=== calc_cmd_sequencer_flat ===
calc_cmd_sequencer_flat/clock_nets.png
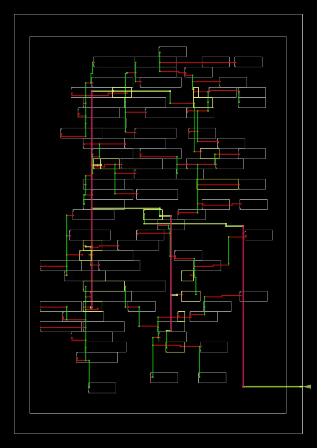

**config.mk**
```make
export PLATFORM = sky130hd
export DESIGN_NAME = calc_cmd_sequencer_flat
export DESIGN_NICKNAME = d
export VERILOG_FILES = /design/src/rtl/calc_pkg.sv /design/src/rtl/calc_cmd_sequencer_if.sv /design/src/rtl/calc_cmd_fifo.sv /design/src/rtl/calc_cmd_sequencer.sv /design/src/flat_wrapper.sv
export SDC_FILE = /design/constraint.sdc
export NUM_CORES = 1
export LEC_CHECK = 0
export CORE_AREA = 4 4 73 108
export DETAILED_ROUTE_END_ITERATION = 16
export DIE_AREA = 0 0 77 112
export GPL_TIMING_DRIVEN = 0
export PLACE_DENSITY = 0.72
export SLEW_MARGIN = 20
export SYNTH_ARGS = -nofsm -noshare
export SYNTH_HDL_FRONTEND = slang
export SYNTH_HIERARCHICAL = 1
export SYNTH_SLANG_ARGS = --single-unit
export TNS_END_PERCENT = 100
```
**constraint.sdc**
```tcl
create_clock -name clk -period 4.3 [get_ports clk]
set_input_delay 1.29 -clock clk [delete_from_list [all_inputs] [get_ports clk]]
set_output_delay 1.29 -clock clk [all_outputs]
set_load 0.05 [all_outputs]
```
**src/rtl/calc_pkg.sv**
```systemverilog
// rtl/calc_pkg.sv - shared widths, sequencer state type and command record for the calc sequencer
package calc_pkg;

    localparam int OPW = 2;
    localparam int DW  = 4;
    localparam int RAW = 5;
    localparam int RBW = 4;

    typedef enum logic [1:0] {
        IDLE  = 2'd0,
        ISSUE = 2'd1,
        WAIT  = 2'd2,
        HOLD  = 2'd3
    } seq_state_e;

    typedef struct packed {
        logic [OPW-1:0] op;
        logic [DW-1:0]  a;
        logic [DW-1:0]  b;
    } calc_cmd_t;

endpackage

```
**src/rtl/calc_cmd_sequencer_if.sv**
```systemverilog
// rtl/calc_cmd_sequencer_if.sv - command, calculator and result signal bundle of the calc sequencer
//
// Ports (slave = sequencer side, master = producer/calculator/consumer side):
//   cmd_*   command handshake into the FIFO
//   calc_*  operand/opcode/start towards the calculator, results back
//   res_*   captured-result handshake to the consumer
//   cmd_count  issued-command counter
interface calc_cmd_sequencer_if;
    import calc_pkg::*;

    logic           cmd_valid;
    logic           cmd_ready;
    logic [OPW-1:0] cmd_op;
    logic [DW-1:0]  cmd_a;
    logic [DW-1:0]  cmd_b;

    logic           calc_start;
    logic [OPW-1:0] calc_ir;
    logic [DW-1:0]  calc_a;
    logic [DW-1:0]  calc_b;
    logic [RAW-1:0] calc_ra;
    logic [RBW-1:0] calc_rb;

    logic           res_valid;
    logic           res_ready;
    logic [OPW-1:0] res_op;
    logic [RAW-1:0] res_a;
    logic [RBW-1:0] res_b;

    logic [7:0]     cmd_count;

    modport slave (
        input  cmd_valid, cmd_op, cmd_a, cmd_b, calc_ra, calc_rb, res_ready,
        output cmd_ready, calc_start, calc_ir, calc_a, calc_b,
               res_valid, res_op, res_a, res_b, cmd_count
    );

    modport master (
        output cmd_valid, cmd_op, cmd_a, cmd_b, calc_ra, calc_rb, res_ready,
        input  cmd_ready, calc_start, calc_ir, calc_a, calc_b,
               res_valid, res_op, res_a, res_b, cmd_count
    );

endinterface

```
**src/rtl/calc_cmd_fifo.sv**
```systemverilog
// rtl/calc_cmd_fifo.sv - synchronous command FIFO of DEPTH entries
//
// Ports:
//   clk, rst            clock, synchronous active-high reset
//   push, push_data     write one command (caller guarantees !full)
//   pop, pop_data       pop_data is the head; pop advances it (caller guarantees non-empty)
//   full, count         registered occupancy and its full flag
module calc_cmd_fifo
    import calc_pkg::*;
#(
    parameter int DEPTH = 4
) (
    input  logic                     clk,
    input  logic                     rst,
    input  logic                     push,
    input  calc_cmd_t                push_data,
    input  logic                     pop,
    output calc_cmd_t                pop_data,
    output logic                     full,
    output logic [$clog2(DEPTH):0]   count
);

    localparam int PW = $clog2(DEPTH);

    calc_cmd_t     mem_q [DEPTH];
    calc_cmd_t     mem_d [DEPTH];
    logic [PW-1:0] wr_ptr_q, wr_ptr_d;
    logic [PW-1:0] rd_ptr_q, rd_ptr_d;
    logic [PW:0]   count_q, count_d;

    // Pointers are exactly PW bits wide, so DEPTH being a power of two makes them wrap for free.
    always_comb begin
        mem_d    = mem_q;
        wr_ptr_d = wr_ptr_q;
        rd_ptr_d = rd_ptr_q;
        count_d  = count_q;
        if (push) begin
            mem_d[wr_ptr_q] = push_data;
            wr_ptr_d        = wr_ptr_q + 1'b1;
        end
        if (pop) begin
            rd_ptr_d = rd_ptr_q + 1'b1;
        end
        case ({push, pop})
            2'b10:   count_d = count_q + 1'b1;
            2'b01:   count_d = count_q - 1'b1;
            default: count_d = count_q;
        endcase
    end

    always_ff @(posedge clk) begin
        if (rst) begin
            wr_ptr_q <= '0;
            rd_ptr_q <= '0;
            count_q  <= '0;
        end else begin
            wr_ptr_q <= wr_ptr_d;
            rd_ptr_q <= rd_ptr_d;
            count_q  <= count_d;
        end
        mem_q <= mem_d;
    end

    assign pop_data = mem_q[rd_ptr_q];
    assign full     = (count_q == (PW+1)'(DEPTH));
    assign count    = count_q;

endmodule

```
**src/rtl/calc_cmd_sequencer.sv**
```systemverilog
// rtl/calc_cmd_sequencer.sv - queues calculator commands, issues start pulses, captures and presents results
//
// Ports:
//   clk, rst   clock, synchronous active-high reset
//   bus        calc_cmd_sequencer_if.slave: cmd_* in, calc_* to/from calculator, res_* out, cmd_count
// Build option: CALC_SEQ_CMDCOUNT_EN enables the 8-bit issued-command counter; otherwise cmd_count is 0.
module calc_cmd_sequencer
    import calc_pkg::*;
#(
    parameter int DEPTH    = 4,
    parameter int CALC_LAT = 4
) (
    input  logic                 clk,
    input  logic                 rst,
    calc_cmd_sequencer_if.slave  bus
);

    localparam int CW = $clog2(DEPTH) + 1;
    localparam int WW = $clog2(CALC_LAT + 1);

    seq_state_e     state_q, state_d;
    logic [WW-1:0]  wait_q, wait_d;
    logic [OPW-1:0] calc_ir_q, calc_ir_d;
    logic [DW-1:0]  calc_a_q, calc_a_d;
    logic [DW-1:0]  calc_b_q, calc_b_d;
    logic           res_valid_q, res_valid_d;
    logic [OPW-1:0] res_op_q, res_op_d;
    logic [RAW-1:0] res_a_q, res_a_d;
    logic [RBW-1:0] res_b_q, res_b_d;

    logic           push, pop, full;
    logic [CW-1:0]  count;
    calc_cmd_t      push_data, head;

    assign push_data     = '{op: bus.cmd_op, a: bus.cmd_a, b: bus.cmd_b};
    assign push          = bus.cmd_valid && !full;
    assign bus.cmd_ready = !full;

    calc_cmd_fifo #(.DEPTH(DEPTH)) u_fifo (
        .clk       (clk),
        .rst       (rst),
        .push      (push),
        .push_data (push_data),
        .pop       (pop),
        .pop_data  (head),
        .full      (full),
        .count     (count)
    );

    always_comb begin
        state_d     = state_q;
        wait_d      = wait_q;
        calc_ir_d   = calc_ir_q;
        calc_a_d    = calc_a_q;
        calc_b_d    = calc_b_q;
        res_valid_d = res_valid_q;
        res_op_d    = res_op_q;
        res_a_d     = res_a_q;
        res_b_d     = res_b_q;
        pop         = 1'b0;
        case (state_q)
            IDLE: begin
                if (count != '0) begin
                    pop       = 1'b1;
                    calc_ir_d = head.op;
                    calc_a_d  = head.a;
                    calc_b_d  = head.b;
                    state_d   = ISSUE;
                end
            end
            ISSUE: begin
                wait_d  = WW'(CALC_LAT);
                state_d = WAIT;
            end
            WAIT: begin
                wait_d = wait_q - 1'b1;
                // The count of 1 marks the cycle in which the calculator output has settled.
                if (wait_q == WW'(1)) begin
                    res_op_d    = calc_ir_q;
                    res_a_d     = bus.calc_ra;
                    res_b_d     = bus.calc_rb;
                    res_valid_d = 1'b1;
                    state_d     = HOLD;
                end
            end
            HOLD: begin
                if (bus.res_ready) begin
                    res_valid_d = 1'b0;
                    state_d     = IDLE;
                end
            end
            default: state_d = IDLE;
        endcase
    end

    always_ff @(posedge clk) begin
        if (rst) begin
            state_q     <= IDLE;
            wait_q      <= '0;
            calc_ir_q   <= '0;
            calc_a_q    <= '0;
            calc_b_q    <= '0;
            res_valid_q <= 1'b0;
            res_op_q    <= '0;
            res_a_q     <= '0;
            res_b_q     <= '0;
        end else begin
            state_q     <= state_d;
            wait_q      <= wait_d;
            calc_ir_q   <= calc_ir_d;
            calc_a_q    <= calc_a_d;
            calc_b_q    <= calc_b_d;
            res_valid_q <= res_valid_d;
            res_op_q    <= res_op_d;
            res_a_q     <= res_a_d;
            res_b_q     <= res_b_d;
        end
    end

    assign bus.calc_start = (state_q == ISSUE);
    assign bus.calc_ir    = calc_ir_q;
    assign bus.calc_a     = calc_a_q;
    assign bus.calc_b     = calc_b_q;
    assign bus.res_valid  = res_valid_q;
    assign bus.res_op     = res_op_q;
    assign bus.res_a      = res_a_q;
    assign bus.res_b      = res_b_q;

`ifdef CALC_SEQ_CMDCOUNT_EN
    logic [7:0] cmd_count_q, cmd_count_d;

    always_comb begin
        cmd_count_d = cmd_count_q;
        if (state_q == ISSUE) begin
            cmd_count_d = cmd_count_q + 8'd1;
        end
    end

    always_ff @(posedge clk) begin
        if (rst) begin
            cmd_count_q <= 8'd0;
        end else begin
            cmd_count_q <= cmd_count_d;
        end
    end

    assign bus.cmd_count = cmd_count_q;
`else
    assign bus.cmd_count = 8'd0;
`endif

endmodule
```
**src/flat_wrapper.sv**
```systemverilog
// flat-port wrapper written by rule: the top's interface ports become plain ports
module calc_cmd_sequencer_flat import calc_pkg::*;
#(
    parameter int DEPTH    = 4,
    parameter int CALC_LAT = 4
)
  (clk, rst, bus_cmd_valid, bus_cmd_op, bus_cmd_a, bus_cmd_b, bus_calc_ra, bus_calc_rb, bus_res_ready, bus_cmd_ready, bus_calc_start, bus_calc_ir, bus_calc_a, bus_calc_b, bus_res_valid, bus_res_op, bus_res_a, bus_res_b, bus_cmd_count);
  calc_cmd_sequencer_if bus_i ();
  input  logic clk;
  input  logic rst;
  input wire logic [$bits(bus_i.cmd_valid)-1:0] bus_cmd_valid;
  input wire logic [$bits(bus_i.cmd_op)-1:0] bus_cmd_op;
  input wire logic [$bits(bus_i.cmd_a)-1:0] bus_cmd_a;
  input wire logic [$bits(bus_i.cmd_b)-1:0] bus_cmd_b;
  input wire logic [$bits(bus_i.calc_ra)-1:0] bus_calc_ra;
  input wire logic [$bits(bus_i.calc_rb)-1:0] bus_calc_rb;
  input wire logic [$bits(bus_i.res_ready)-1:0] bus_res_ready;
  output wire logic [$bits(bus_i.cmd_ready)-1:0] bus_cmd_ready;
  output wire logic [$bits(bus_i.calc_start)-1:0] bus_calc_start;
  output wire logic [$bits(bus_i.calc_ir)-1:0] bus_calc_ir;
  output wire logic [$bits(bus_i.calc_a)-1:0] bus_calc_a;
  output wire logic [$bits(bus_i.calc_b)-1:0] bus_calc_b;
  output wire logic [$bits(bus_i.res_valid)-1:0] bus_res_valid;
  output wire logic [$bits(bus_i.res_op)-1:0] bus_res_op;
  output wire logic [$bits(bus_i.res_a)-1:0] bus_res_a;
  output wire logic [$bits(bus_i.res_b)-1:0] bus_res_b;
  output wire logic [$bits(bus_i.cmd_count)-1:0] bus_cmd_count;
  assign bus_i.cmd_valid = bus_cmd_valid;
  assign bus_i.cmd_op = bus_cmd_op;
  assign bus_i.cmd_a = bus_cmd_a;
  assign bus_i.cmd_b = bus_cmd_b;
  assign bus_i.calc_ra = bus_calc_ra;
  assign bus_i.calc_rb = bus_calc_rb;
  assign bus_i.res_ready = bus_res_ready;
  assign bus_cmd_ready = bus_i.cmd_ready;
  assign bus_calc_start = bus_i.calc_start;
  assign bus_calc_ir = bus_i.calc_ir;
  assign bus_calc_a = bus_i.calc_a;
  assign bus_calc_b = bus_i.calc_b;
  assign bus_res_valid = bus_i.res_valid;
  assign bus_res_op = bus_i.res_op;
  assign bus_res_a = bus_i.res_a;
  assign bus_res_b = bus_i.res_b;
  assign bus_cmd_count = bus_i.cmd_count;
  calc_cmd_sequencer #(.DEPTH(DEPTH), .CALC_LAT(CALC_LAT)) u_core (.clk(clk), .rst(rst), .bus(bus_i));
endmodule
```
=== q65_bus_sequencer ===
$ cat config.mk
export PLATFORM = sky130hd
export DESIGN_NAME = q65_bus_sequencer
export DESIGN_NICKNAME = d
export VERILOG_FILES = /design/src/rtl/q65_bus_sequencer.sv
export SDC_FILE = /design/constraint.sdc
export NUM_CORES = 1
export LEC_CHECK = 0
export CAP_MARGIN = 25
export CORE_ASPECT_RATIO = 0.8
export CORE_MARGIN = 2
export CORE_UTILIZATION = 36
export CTS_BUF_LIST = sky130_fd_sc_hd__clkbuf_4
export CTS_CLUSTER_SIZE = 10
export DETAILED_ROUTE_END_ITERATION = 10
export PLACE_DENSITY = 0.59
export SETUP_SLACK_MARGIN = 0.4
export SYNTH_ARGS = -nofsm -noshare
export SYNTH_HDL_FRONTEND = slang
export SYNTH_SLANG_ARGS = --single-unit
$ cat constraint.sdc
create_clock -name clk -period 6.6 [get_ports clk]
set_input_delay 1.98 -clock clk [delete_from_list [all_inputs] [get_ports clk]]
set_output_delay 1.98 -clock clk [all_outputs]
set_load 0.03 [all_outputs]
$ cat src/rtl/q65_bus_sequencer.sv
// Register-to-register bus sequencer: round-robin arbitration among NREQ requesters,
// then a drive / drive+load / ack sequence on one-hot register strobes.
module q65_bus_sequencer #(
  parameter int NREQ = 4
) (
  input  logic              clk,
  input  logic              resetN,
  input  logic [NREQ-1:0]   reqValid,
  input  logic [3*NREQ-1:0] reqSrc,
  input  logic [3*NREQ-1:0] reqDst,
  output logic [NREQ-1:0]   reqAck,
  output logic [NREQ-1:0]   reqErr,
  output logic [7:0]        regEnableOut,
  output logic [7:0]        regLoadIn,
  output logic              busy
);
  localparam int IW = (NREQ > 1) ? $clog2(NREQ) : 1;
  localparam logic [NREQ-1:0] ONE_R = NREQ'(1);
  localparam logic [7:0]      ONE_8 = 8'd1;

  typedef enum logic [1:0] {IDLE, DRIVE, LOAD, DONE} state_e;

  state_e          state_q;
  logic [IW-1:0]   ptr_q, gnt_q;
  logic [2:0]      src_q, dst_q;
  logic [7:0]      en_q, ld_q;
  logic [NREQ-1:0] ack_q, err_q;
  logic            busy_q;

  logic            pick_vld;
  logic [IW-1:0]   pick, idx;
  logic [2:0]      pick_src, pick_dst;

  // Search starts one past the last grant; the last slot visited is the pointer itself.
  always_comb begin
    pick_vld = 1'b0;
    pick     = ptr_q;
    idx      = ptr_q;
    for (int k = 1; k <= NREQ; k++) begin
      idx = ptr_q + IW'(k);
      if (!pick_vld && reqValid[idx]) begin
        pick_vld = 1'b1;
        pick     = idx;
      end
    end
    pick_src = reqSrc[3*pick +: 3];
    pick_dst = reqDst[3*pick +: 3];
  end

  always_ff @(posedge clk or negedge resetN) begin
    if (!resetN) begin
      state_q <= IDLE;
      ptr_q   <= IW'(NREQ-1);
      gnt_q   <= '0;
      src_q   <= '0;
      dst_q   <= '0;
      en_q    <= '0;
      ld_q    <= '0;
      ack_q   <= '0;
      err_q   <= '0;
      busy_q  <= 1'b0;
    end else begin
      ack_q <= '0;
      err_q <= '0;
      case (state_q)
        IDLE: begin
          if (pick_vld) begin
            ptr_q  <= pick;
            gnt_q  <= pick;
            src_q  <= pick_src;
            dst_q  <= pick_dst;
            busy_q <= 1'b1;
            // A self-copy is rejected without ever touching the register bus.
            if (pick_src == pick_dst) begin
              state_q <= DONE;
              ack_q   <= ONE_R << pick;
              err_q   <= ONE_R << pick;
            end else begin
              state_q <= DRIVE;
              en_q    <= ONE_8 << pick_src;
            end
          end
        end
        DRIVE: begin
          state_q <= LOAD;
          ld_q    <= ONE_8 << dst_q;
        end
        LOAD: begin
          state_q <= DONE;
          en_q    <= '0;
          ld_q    <= '0;
          ack_q   <= ONE_R << gnt_q;
        end
        default: begin
          state_q <= IDLE;
          busy_q  <= 1'b0;
        end
      endcase
    end
  end

  assign regEnableOut = en_q;
  assign regLoadIn    = ld_q;
  assign reqAck       = ack_q;
  assign reqErr       = err_q;
  assign busy         = busy_q;
endmodule


## Gallery

Metal layers overlaid.
Only two layers are drawn.
panel A
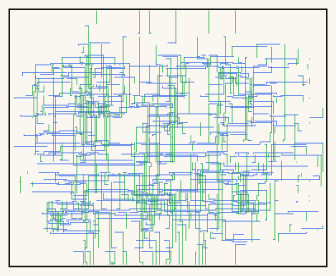
panel B
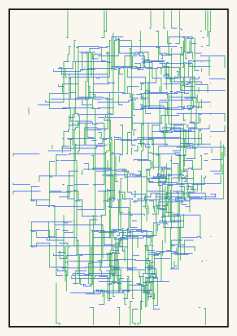
- panel B = calc_cmd_sequencer_flat
- panel A = q65_bus_sequencer

q65_bus_sequencer/port_trees.png
The bar under the picture is 20 um long.
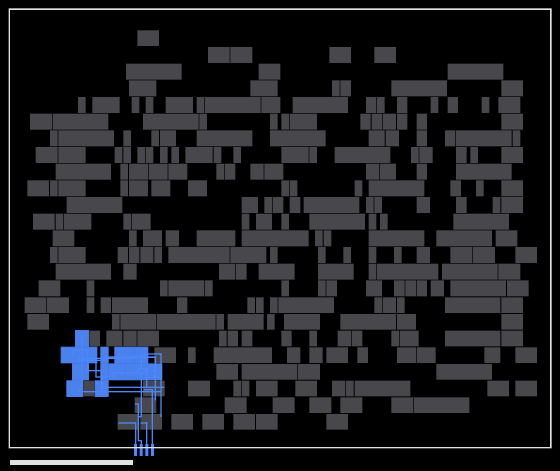
reqValid: in blue, bits 4, direction input, edge bottom, end cells 12, buffers 4, wire 146 um.
count of input and output buffers: 54
number of I/O pins: 55

==> deck_impl_summary.md, q65_bus_sequencer <==
Physical Implementation Snapshot

Clock tree
  • H-tree depth: 2
  • Max Buffers Root-to-Sink: 2

Cells and area
  • Sequential share of cell area: 0.315
  • Non-clock buffer share: 0.205
  • Clk cell area share: 0.0291
  • # nets final: 305
  • Post-route design area: 0.00271 sq mm
  • Fill count: roughly 540
  • Area delta synth->final: 33.1%
  • Post-route insts no fill: between 300 and 400
  • Combinational share of cell area: 0.398

Die
  • Tapcells: a little under 80
  • Die y size: 71.2 um
  • Row cnt: 24

Routing
  • Number of remaining DRC errors: 0
  • Routed Antenna Nets: 0
  • Routed metal-1 wirelength: approximately 2400 um

Outcome
  • Status: finished clean

Run
  • Tool Warnings: 28

Synth
  • Post-synth top area share: 0.394
  • Cell taking the most area after synthesis: dfrtp_1
  • # Cells Yosys: between 200 and 250
  • Mux area share: 0
  • Main logic family after synthesis: simple AND/OR/NAND/NOR gates

Final timing
  • Max-slew violations: 0
  • Fmax: 205 MHz

Power
  • Peak supply drop: approximately 0.00025 V

Min path
  • Tightest Hold Check Type: flip-flop to flip-flop
==> q65_bus_sequencer: path summary, 6_finish.rpt <==
path                             start  cells after the start               to  slack (ns)
max                        reqValid[2]                      9  regEnableOut[1]        1.71
min                           gnt_q[1]                      1        reqAck[0]        0.50
max reg2reg                   ptr_q[1]                      8  regEnableOut[1]        3.35
min reg2reg                   gnt_q[1]                      1        reqAck[0]        0.50
max in group asynchronous       resetN                      2         ptr_q[0]        4.23
min in group asynchronous       resetN                      2        reqErr[3]        2.04
calc_cmd_sequencer_flat/port_trees.png
The bar under the picture is 20 um long.
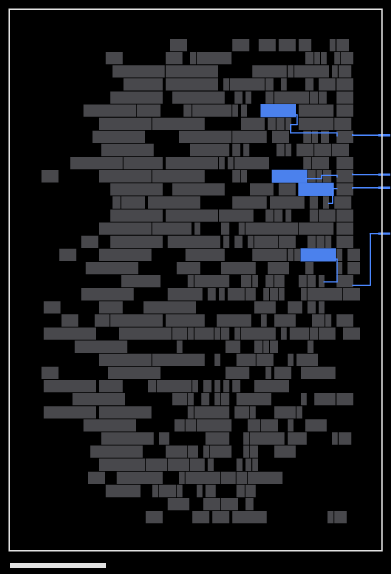
bus_res_b: in blue, bits 4, direction output, edge right, end cells 4, buffers 4, wire 70.8 um.
count of input and output buffers: 46
number of I/O pins: 55

About calc_cmd_sequencer_flat/clock_nets.png:
clock buffer count: 9
CTS Sinks: 74
Worst-Skew Late Latency: 0.34 ns
CTS buffer count: 9

==> deck_impl_summary.md, calc_cmd_sequencer_flat <==
Physical Implementation Snapshot

Synth
  • Chip area in the Yosys report: 0.00305 sq mm
  • Synth Flop Type: edfxtp_1
  • AO/OA Area Share: 0.0655
  • Seq cells post-synth: 74

Cells and area
  • Clk cell area share: 0.0558
  • Fill count: about 600
  • # nets final: roughly 340
  • Non-clock buffer share: 0.155
  • Combinational share of cell area: 0.260
  • Fin util: 0.559
  • Commonest Layout Cell: clkdlybuf4s50_1

Final timing
  • Post-route setup slack: between 1 and 1.5 ns
  • RSZ-0062 raised after global routing: false
  • Setup_tns: 0 ns

Outcome
  • Status: finished clean

Critical path
  • Most used cell, CP: inv_1
  • Critical path endpoint category: primary output
  • Top delay family on crit path: buffers and inverters
  • CP Data Required Time: ~3.0 ns
  • Critical Path Stages: 4
  • CP bufs+invs: 3

Run
  • Max Cap Viol: 0

Clock tree
  • Clock slew at reported path FFs: 0.08 ns
  • Max Buffers Root-to-Sink: 2
  • Post-CTS sizing: 0

Die
  • Starting density of the core: 0.443
  • Die y size: 112 um

Routing
  • Met3 wire len: 306 um
  • 1st-iter DRT viols: 79
  • Number of remaining DRC errors: 0
  • Vias: approximately 1.9k

GRT
  • Gr usage total: 0.137
  • Remaining global-route overflow: 0
calc_cmd_sequencer_flat: synth_stat cells, drive strengths merged (2+ instances only):
library cell	instances
ha	12
buf	14
o21ai	3
clkbuf	5
edfxtp	40
nand2	35
nor2b	2
nand3	12
mux4	10
nor2	10
dfxtp	34
mux2i	2
and2	4
xnor2	2
a21oi	26
xor2	3
inv	16
calc_cmd_sequencer_flat: where the power goes:
part | internal (W) | switching, W
clock network | 0.000325 | 0.000249
registers | 0.000872 | 0.0000664
logic | 0.000315 | 0.000496
total | 0.00151 | 0.000811

=== width_12to16 ===
width_12to16/closeup.png
Window x 10 to 50, y 48 to 88 um. Cells in grey, sequential cells in the stronger grey; small squares are vias.
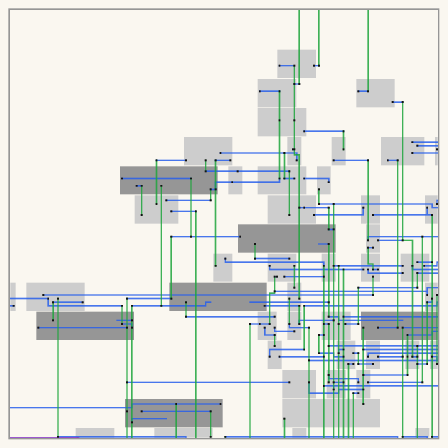

[src/rtl/width_12to16.sv]
// Repacks a 12-bit valid-qualified stream MSB-first into 16-bit words behind a one-entry ready/valid output register.
// Optional residue flush is enabled by defining WIDTH_12TO16_FLUSH_EN.
module width_12to16 #(
  parameter int   CNT_W   = 16,
  parameter logic PAD_BIT = 1'b0
) (
  input  logic             clk,
  input  logic             rst_n,
  input  logic             valid_in,
  input  logic [11:0]      data_in,
  output logic             in_ready,
  output logic             valid_out,
  output logic [15:0]      data_out,
  input  logic             out_ready,
`ifdef WIDTH_12TO16_FLUSH_EN
  input  logic             flush,
`endif
  output logic [CNT_W-1:0] out_cnt,
  output logic [1:0]       phase_dbg
);

  // Phase names count the residue bits currently held.
  localparam logic [1:0] P0  = 2'd0;
  localparam logic [1:0] P12 = 2'd1;
  localparam logic [1:0] P8  = 2'd2;
  localparam logic [1:0] P4  = 2'd3;

  logic [1:0]       phase_q, phase_d;
  logic [11:0]      res_q, res_d;
  logic             valid_q, valid_d;
  logic [15:0]      data_q, data_d;
  logic [CNT_W-1:0] cnt_q, cnt_d;
  logic             accept, xfer, flush_req, flush_go, load;
  logic [15:0]      word;

  // valid/ready: a beat moves when valid and ready are both high on a rising edge;
  // valid_out holds with stable data_out until accepted, and in_ready never depends on valid_in.
  assign in_ready = !valid_q || out_ready;
  assign accept   = valid_in && in_ready;
  assign xfer     = valid_q && out_ready;

`ifdef WIDTH_12TO16_FLUSH_EN
  assign flush_req = flush;
`else
  assign flush_req = 1'b0;
`endif

  assign flush_go = flush_req && !accept && in_ready && (phase_q != P0);

  always_comb begin
    phase_d = phase_q;
    res_d   = res_q;
    load    = 1'b0;
    word    = 16'h0000;
    if (accept) begin
      case (phase_q)
        P0: begin
          res_d   = data_in;
          phase_d = P12;
        end
        P12: begin
          word    = {res_q, data_in[11:8]};
          res_d   = {4'h0, data_in[7:0]};
          phase_d = P8;
          load    = 1'b1;
        end
        P8: begin
          word    = {res_q[7:0], data_in[11:4]};
          res_d   = {8'h00, data_in[3:0]};
          phase_d = P4;
          load    = 1'b1;
        end
        default: begin
          word    = {res_q[3:0], data_in};
          res_d   = 12'h000;
          phase_d = P0;
          load    = 1'b1;
        end
      endcase
    end else if (flush_go) begin
      // Residue goes out left-aligned so its first bit stays in the MSB.
      case (phase_q)
        P12:     word = {res_q, {4{PAD_BIT}}};
        P8:      word = {res_q[7:0], {8{PAD_BIT}}};
        default: word = {res_q[3:0], {12{PAD_BIT}}};
      endcase
      res_d   = 12'h000;
      phase_d = P0;
      load    = 1'b1;
    end
  end

  always_comb begin
    valid_d = valid_q;
    data_d  = data_q;
    cnt_d   = cnt_q;
    if (load) begin
      valid_d = 1'b1;
      data_d  = word;
    end else if (xfer) begin
      valid_d = 1'b0;
    end
    if (xfer) cnt_d = cnt_q + CNT_W'(1);
  end

  always_ff @(posedge clk or negedge rst_n) begin
    if (!rst_n) begin
      phase_q <= P0;
      res_q   <= 12'h000;
      valid_q <= 1'b0;
      data_q  <= 16'h0000;
      cnt_q   <= '0;
    end else begin
      phase_q <= phase_d;
      res_q   <= res_d;
      valid_q <= valid_d;
      data_q  <= data_d;
      cnt_q   <= cnt_d;
    end
  end

  assign valid_out = valid_q;
  assign data_out  = data_q;
  assign out_cnt   = cnt_q;
  assign phase_dbg = phase_q;

endmodule

[config.mk]
export PLATFORM = sky130hd
export DESIGN_NAME = width_12to16
export DESIGN_NICKNAME = d
export VERILOG_FILES = /design/src/rtl/width_12to16.sv
export SDC_FILE = /design/constraint.sdc
export NUM_CORES = 1
export LEC_CHECK = 0
export CELL_PAD_IN_SITES_DETAIL_PLACEMENT = 1
export CELL_PAD_IN_SITES_GLOBAL_PLACEMENT = 1
export CORE_ASPECT_RATIO = 0.75
export CORE_MARGIN = 4
export CORE_UTILIZATION = 25
export DETAILED_ROUTE_END_ITERATION = 6
export GPL_TIMING_DRIVEN = 0
export HOLD_SLACK_MARGIN = 0.12
export PLACE_DENSITY_LB_ADDON = 0.1
export SKIP_CTS_REPAIR_TIMING = 1
export SLEW_MARGIN = 20
export SYNTH_ARGS = -nofsm -noshare
export SYNTH_HDL_FRONTEND = slang
export SYNTH_SLANG_ARGS = --single-unit
[constraint.sdc]
create_clock -name clk -period 2.25 [get_ports clk]
set_input_delay 0.3375 -clock clk [delete_from_list [all_inputs] [get_ports clk]]
set_output_delay 0.3375 -clock clk [all_outputs]
set_load 0.02 [all_outputs]
=== mc_ctrl ===
--- src/rtl/mc_ctrl.sv ---
// Multi-cycle MIPS control FSM: sequences FETCH/DECODE/EXEC/MEM/WB, decodes op/funct,
// drives datapath selects/enables, stalls on memory ready and counts retired instructions.
module mc_ctrl #(
    parameter int CNT_W = 32
) (
    input  logic             clk,
    input  logic             reset,
    input  logic [5:0]       op,
    input  logic [5:0]       funct,
    input  logic             zero,
    input  logic             im_ready,
    input  logic             dm_ready,
    output logic             ir_we,
    output logic             pc_we,
    output logic [1:0]       npc_sel,
    output logic [1:0]       RegDst,
    output logic             ALUSrc,
    output logic [2:0]       ALUop,
    output logic [1:0]       EXTop,
    output logic             RegWrite,
    output logic             MemWrite,
    output logic [1:0]       Data,
    output logic [2:0]       state,
    output logic [CNT_W-1:0] retired,
    output logic             illegal
);

    typedef enum logic [2:0] {
        S_FETCH  = 3'd0,
        S_DECODE = 3'd1,
        S_EXEC   = 3'd2,
        S_MEM    = 3'd3,
        S_WB     = 3'd4
    } state_t;

    typedef enum logic [3:0] {
        I_NOP, I_ADDU, I_SUBU, I_JR, I_ORI, I_LW, I_SW,
        I_BEQ, I_LUI, I_J, I_JAL, I_ILL
    } instr_t;

    state_t state_q, state_d;
    instr_t instr;
    logic   retire;

    always_comb begin
        instr = I_ILL;
        unique case (op)
            6'h00: begin
                unique case (funct)
                    6'h21:   instr = I_ADDU;
                    6'h23:   instr = I_SUBU;
                    6'h08:   instr = I_JR;
                    6'h00:   instr = I_NOP;
                    default: instr = I_ILL;
                endcase
            end
            6'h0D:   instr = I_ORI;
            6'h23:   instr = I_LW;
            6'h2B:   instr = I_SW;
            6'h04:   instr = I_BEQ;
            6'h0F:   instr = I_LUI;
            6'h02:   instr = I_J;
            6'h03:   instr = I_JAL;
            default: instr = I_ILL;
        endcase
    end

    always_comb begin
        // NOTE: every signal gets a default before the case so no path leaves one unassigned (no latches).
        state_d  = state_q;
        retire   = 1'b0;
        ir_we    = 1'b0;
        pc_we    = 1'b0;
        npc_sel  = 2'd0;
        RegDst   = 2'd0;
        ALUSrc   = 1'b0;
        ALUop    = 3'd0;
        EXTop    = 2'd0;
        RegWrite = 1'b0;
        MemWrite = 1'b0;
        Data     = 2'd0;
        illegal  = 1'b0;

        // ALU/EXT selects are set up in EXEC and held through MEM and WB.
        if (state_q inside {S_EXEC, S_MEM, S_WB}) begin
            unique case (instr)
                I_ADDU:       ALUop = 3'd0;
                I_SUBU:       ALUop = 3'd1;
                I_ORI:        begin ALUSrc = 1'b1; EXTop = 2'd0; ALUop = 3'd2; end
                I_LW, I_SW:   begin ALUSrc = 1'b1; EXTop = 2'd1; ALUop = 3'd0; end
                I_BEQ:        begin ALUop = 3'd1; EXTop = 2'd1; end
                default:      ;
            endcase
        end

        unique case (state_q)
            S_FETCH: begin
                if (im_ready) begin
                    ir_we   = 1'b1;
                    state_d = S_DECODE;
                end
            end
            S_DECODE: begin
                state_d = S_FETCH;
                unique case (instr)
                    I_NOP: begin pc_we = 1'b1; retire = 1'b1; end
                    I_J:   begin pc_we = 1'b1; npc_sel = 2'd2; retire = 1'b1; end
                    I_JAL: begin
                        RegWrite = 1'b1; RegDst = 2'd2; Data = 2'd3;
                        pc_we = 1'b1; npc_sel = 2'd2; retire = 1'b1;
                    end
                    I_JR:  begin pc_we = 1'b1; npc_sel = 2'd3; retire = 1'b1; end
                    I_LUI: state_d = S_WB;
                    I_ILL: begin illegal = 1'b1; pc_we = 1'b1; end
                    default: state_d = S_EXEC;
                endcase
            end
            S_EXEC: begin
                unique case (instr)
                    I_BEQ: begin
                        pc_we   = 1'b1;
                        npc_sel = zero ? 2'd1 : 2'd0;
                        retire  = 1'b1;
                        state_d = S_FETCH;
                    end
                    I_LW, I_SW: state_d = S_MEM;
                    default:    state_d = S_WB;
                endcase
            end
            S_MEM: begin
                if (instr == I_SW) begin
                    MemWrite = 1'b1;
                    if (dm_ready) begin
                        pc_we   = 1'b1;
                        retire  = 1'b1;
                        state_d = S_FETCH;
                    end
                end else if (instr == I_LW) begin
                    if (dm_ready) state_d = S_WB;
                end else begin
                    state_d = S_FETCH;
                end
            end
            S_WB: begin
                RegWrite = 1'b1;
                pc_we    = 1'b1;
                retire   = 1'b1;
                state_d  = S_FETCH;
                unique case (instr)
                    I_ORI:   RegDst = 2'd1;
                    I_LW:    begin RegDst = 2'd1; Data = 2'd1; end
                    I_LUI:   begin RegDst = 2'd1; EXTop = 2'd2; Data = 2'd2; end
                    default: ;
                endcase
            end
            default: state_d = S_FETCH;
        endcase

        // Reset is synchronous, so strobes must be squashed combinationally during the reset cycle.
        if (reset) begin
            state_d  = S_FETCH;
            retire   = 1'b0;
            ir_we    = 1'b0;
            pc_we    = 1'b0;
            npc_sel  = 2'd0;
            RegDst   = 2'd0;
            ALUSrc   = 1'b0;
            ALUop    = 3'd0;
            EXTop    = 2'd0;
            RegWrite = 1'b0;
            MemWrite = 1'b0;
            Data     = 2'd0;
            illegal  = 1'b0;
        end
    end

    always_ff @(posedge clk) begin
        // NOTE: non-blocking assignments so all state updates see pre-edge values.
        if (reset) begin
            state_q <= S_FETCH;
            retired <= '0;
        end else begin
            state_q <= state_d;
            if (retire) retired <= retired + CNT_W'(1);
        end
    end

    assign state = state_q;

endmodule

--- config.mk ---
export PLATFORM = sky130hd
export DESIGN_NAME = mc_ctrl
export DESIGN_NICKNAME = d
export VERILOG_FILES = /design/src/rtl/mc_ctrl.sv
export SDC_FILE = /design/constraint.sdc
export NUM_CORES = 1
export LEC_CHECK = 0
export CAP_MARGIN = 20
export CORE_MARGIN = 1.5
export CORE_UTILIZATION = 45
export CTS_BUF_LIST = sky130_fd_sc_hd__clkbuf_8
export DETAILED_ROUTE_END_ITERATION = 7
export PLACE_DENSITY = 0.77
export SETUP_SLACK_MARGIN = 0.1
export SYNTH_ARGS = -nofsm -noshare
export SYNTH_HDL_FRONTEND = slang
export SYNTH_SLANG_ARGS = --single-unit
--- constraint.sdc ---
create_clock -name clk -period 5.8 [get_ports clk]
set_input_delay 1.74 -clock clk [delete_from_list [all_inputs] [get_ports clk]]
set_output_delay 1.74 -clock clk [all_outputs]
set_load 0.02 [all_outputs]
=== flash_cmd_sequencer ===
### src/rtl/flash_seq_pkg.sv
// Shared definitions for the SPI NOR flash command sequencer.
// Opcodes, request ops, FSM states and step encoding.
package flash_seq_pkg;

    localparam logic [7:0] OPC_READ = 8'h03;
    localparam logic [7:0] OPC_PP   = 8'h02;
    localparam logic [7:0] OPC_WREN = 8'h06;
    localparam logic [7:0] OPC_SE   = 8'h20;
    localparam logic [7:0] OPC_RDSR = 8'h05;

    typedef enum logic [1:0] {
        OP_READ    = 2'd0,
        OP_PROGRAM = 2'd1,
        OP_ERASE   = 2'd2,
        OP_RSVD    = 2'd3
    } op_e;

    typedef enum logic [2:0] {
        S_IDLE,
        S_SETUP,
        S_ACCESS,
        S_GAP,
        S_PWAIT,
        S_RESP
    } state_e;

    typedef enum logic [1:0] {
        X_IDLE,
        X_SETUP,
        X_ACCESS
    } xfer_e;

    typedef enum logic [2:0] {
        STEP_READ,
        STEP_WREN,
        STEP_PP,
        STEP_SE,
        STEP_RDSR
    } step_e;

    // Program/erase run WREN, the command, then RDSR polling at index 2.
    function automatic step_e step_of(op_e op, logic [1:0] idx);
        step_e s;
        s = STEP_RDSR;
        if (op == OP_READ)
            s = STEP_READ;
        else if (idx == 2'd0)
            s = STEP_WREN;
        else if (idx == 2'd1)
            s = (op == OP_PROGRAM) ? STEP_PP : STEP_SE;
        return s;
    endfunction

    function automatic logic [7:0] step_opc(step_e s);
        logic [7:0] o;
        case (s)
            STEP_READ: o = OPC_READ;
            STEP_WREN: o = OPC_WREN;
            STEP_PP:   o = OPC_PP;
            STEP_SE:   o = OPC_SE;
            default:   o = OPC_RDSR;
        endcase
        return o;
    endfunction

    function automatic logic step_wr(step_e s);
        return (s == STEP_WREN) || (s == STEP_PP) || (s == STEP_SE);
    endfunction

endpackage

### src/rtl/flash_seq_apb_xfer.sv
// Single APB transfer engine: one SETUP cycle then one ACCESS cycle.
// Address/control/data are latched on start and held for the transfer.
import flash_seq_pkg::*;

module flash_seq_apb_xfer (
    input  logic        p_clk,
    input  logic        p_rst,
    input  logic        start,
    input  logic [31:0] addr,
    input  logic        write,
    input  logic [31:0] wdata,
    input  logic [31:0] prdata,
    output logic        psel,
    output logic        penable,
    output logic [31:0] paddr,
    output logic        pwrite,
    output logic [31:0] pwdata,
    output logic        done,
    output logic [31:0] rdata
);

    xfer_e phase, phase_nxt;

    always_comb begin
        phase_nxt = phase;
        unique case (phase)
            X_IDLE:   if (start) phase_nxt = X_SETUP;
            X_SETUP:  phase_nxt = X_ACCESS;
            X_ACCESS: phase_nxt = start ? X_SETUP : X_IDLE;
            default:  phase_nxt = X_IDLE;
        endcase
    end

    always_ff @(posedge p_clk) begin
        if (p_rst) begin
            phase  <= X_IDLE;
            paddr  <= '0;
            pwrite <= 1'b0;
            pwdata <= '0;
        end else begin
            phase <= phase_nxt;
            if (start) begin
                paddr  <= addr;
                pwrite <= write;
                pwdata <= wdata;
            end
        end
    end

    assign psel    = (phase != X_IDLE);
    assign penable = (phase == X_ACCESS);
    assign done    = (phase == X_ACCESS);
    assign rdata   = prdata;

endmodule

### src/rtl/flash_cmd_sequencer.sv
// SPI NOR flash operation sequencer: expands READ/PROGRAM/ERASE requests
// into APB transfers, adding WREN and RDSR polling as needed.
import flash_seq_pkg::*;

module flash_cmd_sequencer #(
    parameter int POLL_MAX = 1024,
    parameter int POLL_GAP = 4
) (
    input  logic        p_clk,
    input  logic        p_rst,
    input  logic        req_valid,
    output logic        req_ready,
    input  logic [1:0]  req_op,
    input  logic [31:0] req_addr,
    input  logic [31:0] req_wdata,
    output logic        rsp_valid,
    output logic [31:0] rsp_rdata,
    output logic        rsp_err,
    output logic        busy,
    output logic [31:0] m_paddr,
    output logic        m_pwrite,
    output logic        m_psel,
    output logic        m_penable,
    output logic [31:0] m_pwdata,
    input  logic [31:0] m_prdata
);

    localparam logic [10:0] POLL_LIM = 11'(POLL_MAX);
    localparam logic [15:0] GAP_LAST = 16'(POLL_GAP - 1);

    state_e      state, state_nxt;
    op_e         op_q, cur_op;
    logic [23:0] addr_q, cur_hi;
    logic [31:0] wdata_q, cur_wd;
    logic [1:0]  idx_q, idx_nxt;
    logic [10:0] poll_q, poll_inc;
    logic [15:0] gap_q;
    logic [31:0] rdata_q, resp_data;
    logic        err_q, resp_err, resp_load;
    logic        accept, start;
    step_e       step_cur, start_step;
    logic [31:0] x_addr, x_wdata, x_rdata;
    logic        x_write, x_done;
    logic        unused_addr_lsb;

    assign unused_addr_lsb = ^req_addr[7:0];

    assign accept   = req_valid && (state == S_IDLE);
    assign cur_op   = (state == S_IDLE) ? op_e'(req_op) : op_q;
    assign cur_hi   = (state == S_IDLE) ? req_addr[31:8] : addr_q;
    assign cur_wd   = (state == S_IDLE) ? req_wdata : wdata_q;
    assign step_cur = step_of(op_q, idx_q);
    assign poll_inc = poll_q + 11'd1;

    always_comb begin
        state_nxt = state;
        idx_nxt   = idx_q;
        start     = 1'b0;
        resp_load = 1'b0;
        resp_err  = 1'b0;
        resp_data = '0;
        unique case (state)
            S_IDLE: begin
                if (accept) begin
                    if (cur_op == OP_RSVD) begin
                        state_nxt = S_RESP;
                        resp_load = 1'b1;
                        resp_err  = 1'b1;
                    end else begin
                        state_nxt = S_SETUP;
                        start     = 1'b1;
                        idx_nxt   = 2'd0;
                    end
                end
            end
            S_SETUP: state_nxt = S_ACCESS;
            S_ACCESS: begin
                if (x_done) begin
                    if (step_cur == STEP_RDSR) begin
                        if (!x_rdata[0]) begin
                            state_nxt = S_RESP;
                            resp_load = 1'b1;
                        end else if (poll_inc == POLL_LIM) begin
                            state_nxt = S_RESP;
                            resp_load = 1'b1;
                            resp_err  = 1'b1;
                        end else begin
                            state_nxt = S_PWAIT;
                        end
                    end else if (step_cur == STEP_READ) begin
                        state_nxt = S_RESP;
                        resp_load = 1'b1;
                        resp_data = x_rdata;
                    end else begin
                        state_nxt = S_GAP;
                    end
                end
            end
            S_GAP: begin
                state_nxt = S_SETUP;
                start     = 1'b1;
                idx_nxt   = idx_q + 2'd1;
            end
            S_PWAIT: begin
                if (gap_q == GAP_LAST) begin
                    state_nxt = S_SETUP;
                    start     = 1'b1;
                end
            end
            S_RESP:  state_nxt = S_IDLE;
            default: state_nxt = S_IDLE;
        endcase
        start_step = step_of(cur_op, idx_nxt);
    end

    assign x_addr  = {cur_hi, step_opc(start_step)};
    assign x_write = step_wr(start_step);
    assign x_wdata = (start_step == STEP_PP) ? cur_wd : 32'd0;

    always_ff @(posedge p_clk) begin
        if (p_rst) begin
            state   <= S_IDLE;
            op_q    <= OP_READ;
            addr_q  <= '0;
            wdata_q <= '0;
            idx_q   <= '0;
            poll_q  <= '0;
            gap_q   <= '0;
            rdata_q <= '0;
            err_q   <= 1'b0;
        end else begin
            state <= state_nxt;
            idx_q <= idx_nxt;
            gap_q <= (state == S_PWAIT) ? gap_q + 16'd1 : 16'd0;
            if (accept) begin
                op_q    <= op_e'(req_op);
                addr_q  <= req_addr[31:8];
                wdata_q <= req_wdata;
                poll_q  <= '0;
            end else if (state == S_ACCESS && step_cur == STEP_RDSR) begin
                poll_q <= poll_inc;
            end
            if (resp_load) begin
                rdata_q <= resp_data;
                err_q   <= resp_err;
            end
        end
    end

    assign req_ready = (state == S_IDLE);
    assign busy      = (state != S_IDLE);
    assign rsp_valid = (state == S_RESP);
    assign rsp_err   = rsp_valid && err_q;
    assign rsp_rdata = rdata_q;

    flash_seq_apb_xfer u_xfer (
        .p_clk   (p_clk),
        .p_rst   (p_rst),
        .start   (start),
        .addr    (x_addr),
        .write   (x_write),
        .wdata   (x_wdata),
        .prdata  (m_prdata),
        .psel    (m_psel),
        .penable (m_penable),
        .paddr   (m_paddr),
        .pwrite  (m_pwrite),
        .pwdata  (m_pwdata),
        .done    (x_done),
        .rdata   (x_rdata)
    );

endmodule

### config.mk
export PLATFORM = sky130hd
export DESIGN_NAME = flash_cmd_sequencer
export DESIGN_NICKNAME = d
export VERILOG_FILES = /design/src/rtl/flash_seq_pkg.sv /design/src/rtl/flash_seq_apb_xfer.sv /design/src/rtl/flash_cmd_sequencer.sv
export SDC_FILE = /design/constraint.sdc
export NUM_CORES = 1
export LEC_CHECK = 0
export ABC_CLOCK_PERIOD_IN_PS = 2100
export CORE_MARGIN = 3
export CORE_UTILIZATION = 45
export CTS_BUF_LIST = sky130_fd_sc_hd__clkbuf_4 sky130_fd_sc_hd__clkbuf_8 sky130_fd_sc_hd__clkbuf_16
export CTS_CLUSTER_SIZE = 24
export DETAILED_ROUTE_END_ITERATION = 10
export HOLD_SLACK_MARGIN = 0.05
export PLACE_DENSITY = 0.76
export SYNTH_ARGS = -nofsm -noshare
export SYNTH_HDL_FRONTEND = slang
export SYNTH_HIERARCHICAL = 1
export SYNTH_SLANG_ARGS = --single-unit
### constraint.sdc
create_clock -name p_clk -period 2.1 [get_ports p_clk]
set_input_delay 0.525 -clock p_clk [delete_from_list [all_inputs] [get_ports p_clk]]
set_output_delay 0.525 -clock p_clk [all_outputs]
set_load 0.02 [all_outputs]
mc_ctrl/ff_map.png
The bar under the picture is 20 um long. Other cells in grey.
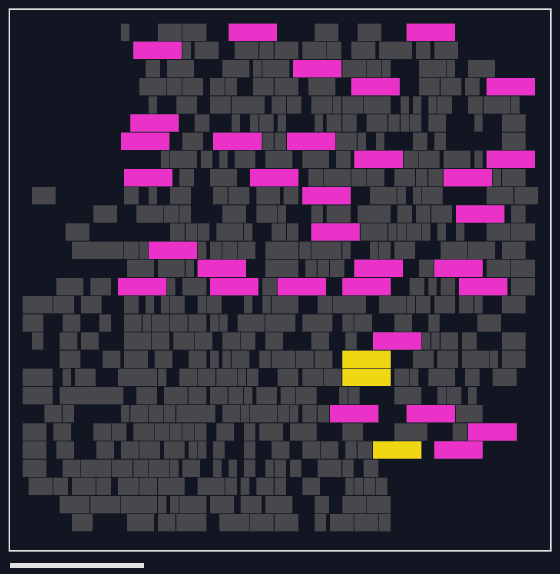
state: in yellow, flops 3. retired: in magenta, flops 32, where all over the die.
sequential power: 0.000243 W
sequential share of cell area: 0.187
register area: 701 sq um

mc_ctrl/clock_nets.png
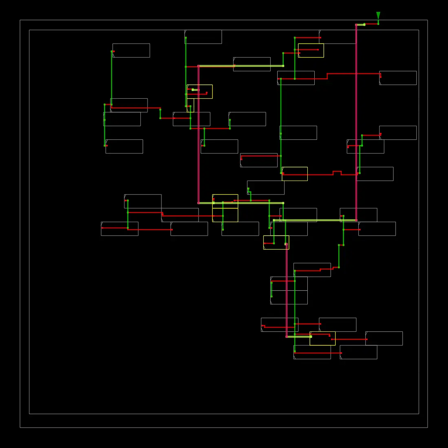
CTS buffer count: 5
clock buffer count: 7

==> deck_impl_summary.md, mc_ctrl <==
Physical Implementation Snapshot

Power
  • Pwr top: registers
  • Combinational share of power: 0.147
  • Net Sw Frac: 0.257

Cells and area
  • Footprint of the multi-input gates: between 0.0015 and 0.002 sq mm
  • Register with the most flip-flops: retired
  • Area delta synth->final: 37.7%
  • Ratio of cells with drive above 1 in the final layout: 0.245
  • Non-clock buffer share: 0.245

Routing
  • Via density: roughly 5.6
  • WL per Instance: roughly 15 um
  • Met2 Routed Length: ~3600 um
  • 1st-iter DRT viols: about 190
  • Met3 wire len: ~360 um

Critical path
  • FF-to-FF End: retired[27]
  • Top delay family on crit path: buffers and inverters
  • Worst-path cell chain: clkdlybuf4s50_1 -> or3_1 -> a21oi_2 -> buf_4 -> o32a_1 -> and2_2 -> nand3_2 -> buf_4 -> inv_1 -> clkdlybuf4s15_2
  • Worst R2R Start: state[0]
  • Critical Path Source: funct[0]

Synth
  • Cell taking the most area after synthesis: dfxtp_1
  • Mux area share: 0.132
  • AO/OA Area Share: 0.178
  • Yosys warning tally: 0

Final timing
  • Worst slew pin tran: approximately 0.6 ns
  • # setup viols final: 0

Placement
  • Hpwl dp: approximately 5300 um
  • Count of input and output buffers: between 60 and 70

Die
  • Chip area: ~0.0065 sq mm
  • CORE AREA: a little under 0.006 sq mm
  • Tapcells: 75
  • Die y size: 80.9 um

Clock tree
  • CTS Hold Buffers Added: 0

Outcome
  • Status: finished clean
==> mc_ctrl: through the flow <==
stage	hold slack [ns]	util	std cells
after CTS	0.533	0.630	504
after global routing	0.574	0.638	504
after global placement	0.498	0.613	496
final	0.531	0.638	504
after detailed placement	0.523	0.613	496
after floorplan	0.566	-	345
==> mc_ctrl: Yosys cell counts (5+ instances only) <==
master and count:
nand3_1 14, nand2_1 23, clkbuf_1 16, o21ai_0 9
a21oi_1 11, nand4_1 10, mux2_2 9, mux2_1 22
nor2_1 47, nor3_1 11, nor2b_1 32, a21oi_2 18
dfxtp_1 35, and3_1 9, inv_1 6, and2_1 5
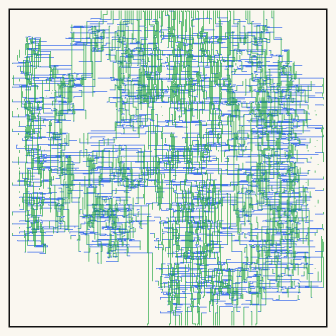
flash_cmd_sequencer/layers.png
Only two layers are drawn.
M1: in blue, wire length 9740 um. M2: in green, wire length 10900 um.
Vias: 7671
WL per Instance: 15.5 um

==> deck_impl_summary.md, flash_cmd_sequencer <==
Physical Implementation Snapshot

Outcome
  • Status: finished clean

Cells and area
  • Area delta synth->final: 32.7%
  • Clk cell area share: 0.0526
  • Register area: between 0.003 and 0.004 sq mm
  • Seq_cells: approximately 190

Critical path
  • Crit path kind: input pin to flip-flop
  • Max stage delay cell, worst path: clkdlybuf4s50_1
  • Critical Path Stages: 9

Die
  • Number of I/O pins: 204
  • CORE AREA: approximately 0.019 sq mm
  • Tapcells: roughly 230

Clock tree
  • CTS Hold Buffers Added: 0
  • Max Buffers Root-to-Sink: 2
  • CTS buffer count: 17

Synth
  • Synth Flop Type: dfxtp_1
  • Post-synth EDFFs: 0

Final timing
  • Period utilisation layout: 0.978

Placement
  • Cells after DPL: between 1k and 1.5k
  • Count of input and output buffers: between 150 and 200

GRT
  • Met3 usage: 0.0648

Power
  • Peak supply drop: around 0.00064 V

Run
  • Tool Warnings: 38

Min path
  • Hold Crit Endpoint: u_xfer/phase[0]
-- flash_cmd_sequencer: flip-flops by register name, summed over array words and instances, names as in the netlist --
name	flops
rsp_rdata	32
u_xfer/paddr	32
u_xfer/pwdata	32
wdata_q	32
addr_q	24
gap_q	16
poll_q	11
state	3
idx_q	2
op_q	2
u_xfer/phase	2
err_q	1
u_xfer/pwrite	1
-- flash_cmd_sequencer: where the power goes --
group          switching (W)  internal, W  total, W  leakage, nW
Sequential         0.0000951      0.00377   0.00387         1.54
Clock                0.00149      0.00182   0.00331        0.294
Combinational       0.000946     0.000715   0.00166         2.43
width_12to16/port_trees.png
The bar under the picture is 20 um long.
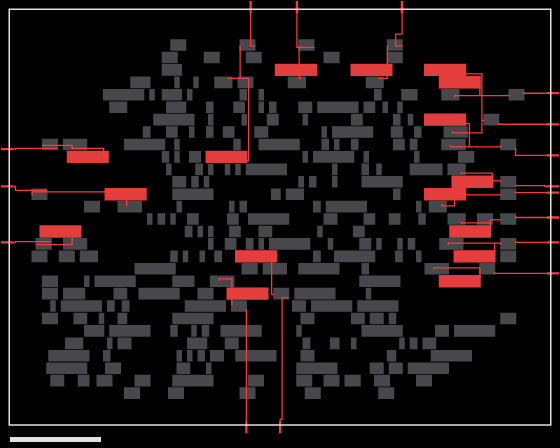
data_out: in red, bits 16, direction output, edge 8 right, 3 top, 3 left, 2 bottom, end cells 16, buffers 16, wire 433 um.
number of I/O pins: 52
count of input and output buffers: 51

Notes on width_12to16/closeup.png above:
M2: in green. M3: in purple. M1: in blue.
41 logic cells have their middle in the window. Most frequent: nand2_1 (7), dfrtp_1 (6). Netlist names of flops here include data_out (3), phase_dbg (2). Sequential cells in the window: 6.

==> deck_impl_summary.md, width_12to16 <==
Physical Implementation Snapshot

Cells and area
  • Clk cell area share: 0.0493
  • Combinational share of cell area: 0.330
  • Ratio of cells with drive above 1 in the final layout: 0.130
  • Non-clock buffer share: 0.191
  • Clock buffer count: 7
  • Sequential share of cell area: 0.383
  • # nets final: 290

Die
  • Die y size: 90.6 um
  • Tapcells: between 100 and 150

Critical path
  • Critical Path Sink: data_out[15]
  • R2r setup slk: ~0.23 ns
  • Crit path max fanout: 10
  • CP Data Required Time: 2.48 ns
  • Critical path endpoint category: flip-flop
  • Worst R2R Start: phase_dbg[0]

Outcome
  • Status: finished clean

Synth
  • Async SR Flop Fraction: 1.00
  • Cell variety after synth: 27
  • # Cells Yosys: 211

Power
  • P_int: 0.00243 W
  • Peak supply drop: between 0.0004 and 0.0005 V
  • Logic power comb: 0.00183 W

Clock tree
  • Max Buffers Root-to-Sink: 2
  • TritonCTS clock tree: done

Routing
  • Detailed Routing Iterations Pass 1: 4
  • Routed Antenna Nets: 0

GRT
  • Remaining global-route overflow: 0

Placement
  • Routability Congestion: 0.758
==> width_12to16: logic make-up (layout without fill, tap and decap cells) <==
family,after synthesis,count (layout),synth area share
DFF,47,47,0.517
adders and majority gates,5,5,0.0275
xor gates and xnor gates,15,15,0.0577
and+or+nand+nor,65,65,0.131
buffers and inverters,16,75,0.0385
muxes,18,18,0.104
AOI/OAI and AO/OA,45,45,0.124
==> width_12to16: critical path: cells and delay by family (launching register included) <==
kind	cells	cell delay (ns)
muxes	1	0.19
buffers and inverters	3	0.84
adders and majority gates	1	0.14
DFF	1	0.42
AOI/OAI and AO/OA	2	0.36


==> notes/layouts.md <==
Pictures saved along the way, in no particular order.

Clock wiring as the flow saved it.
picture 1
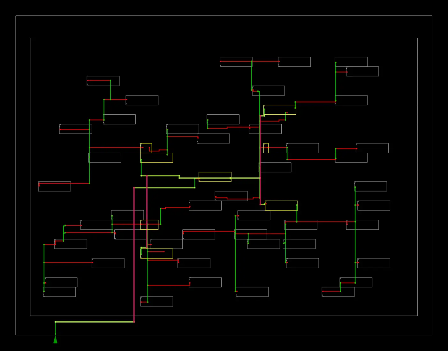
picture 2
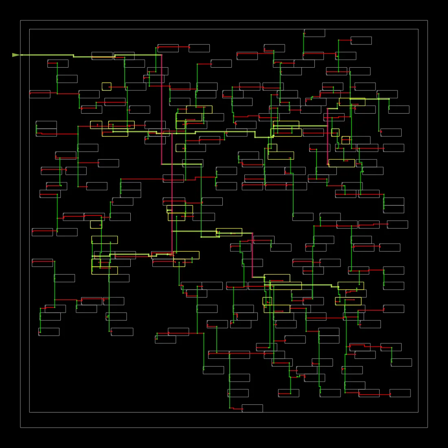
picture 3
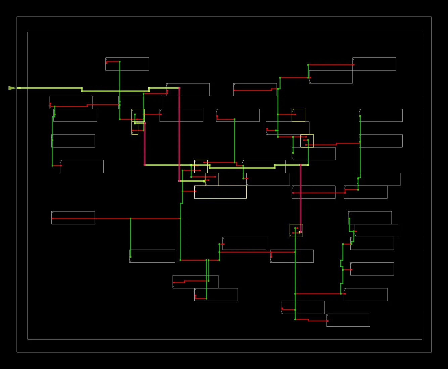
q65_bus_sequencer is picture 3.
width_12to16 is picture 1.
flash_cmd_sequencer is picture 2.
The one with the most sequential cells is picture 2.

Power is estimated from default activity; no workload was simulated.
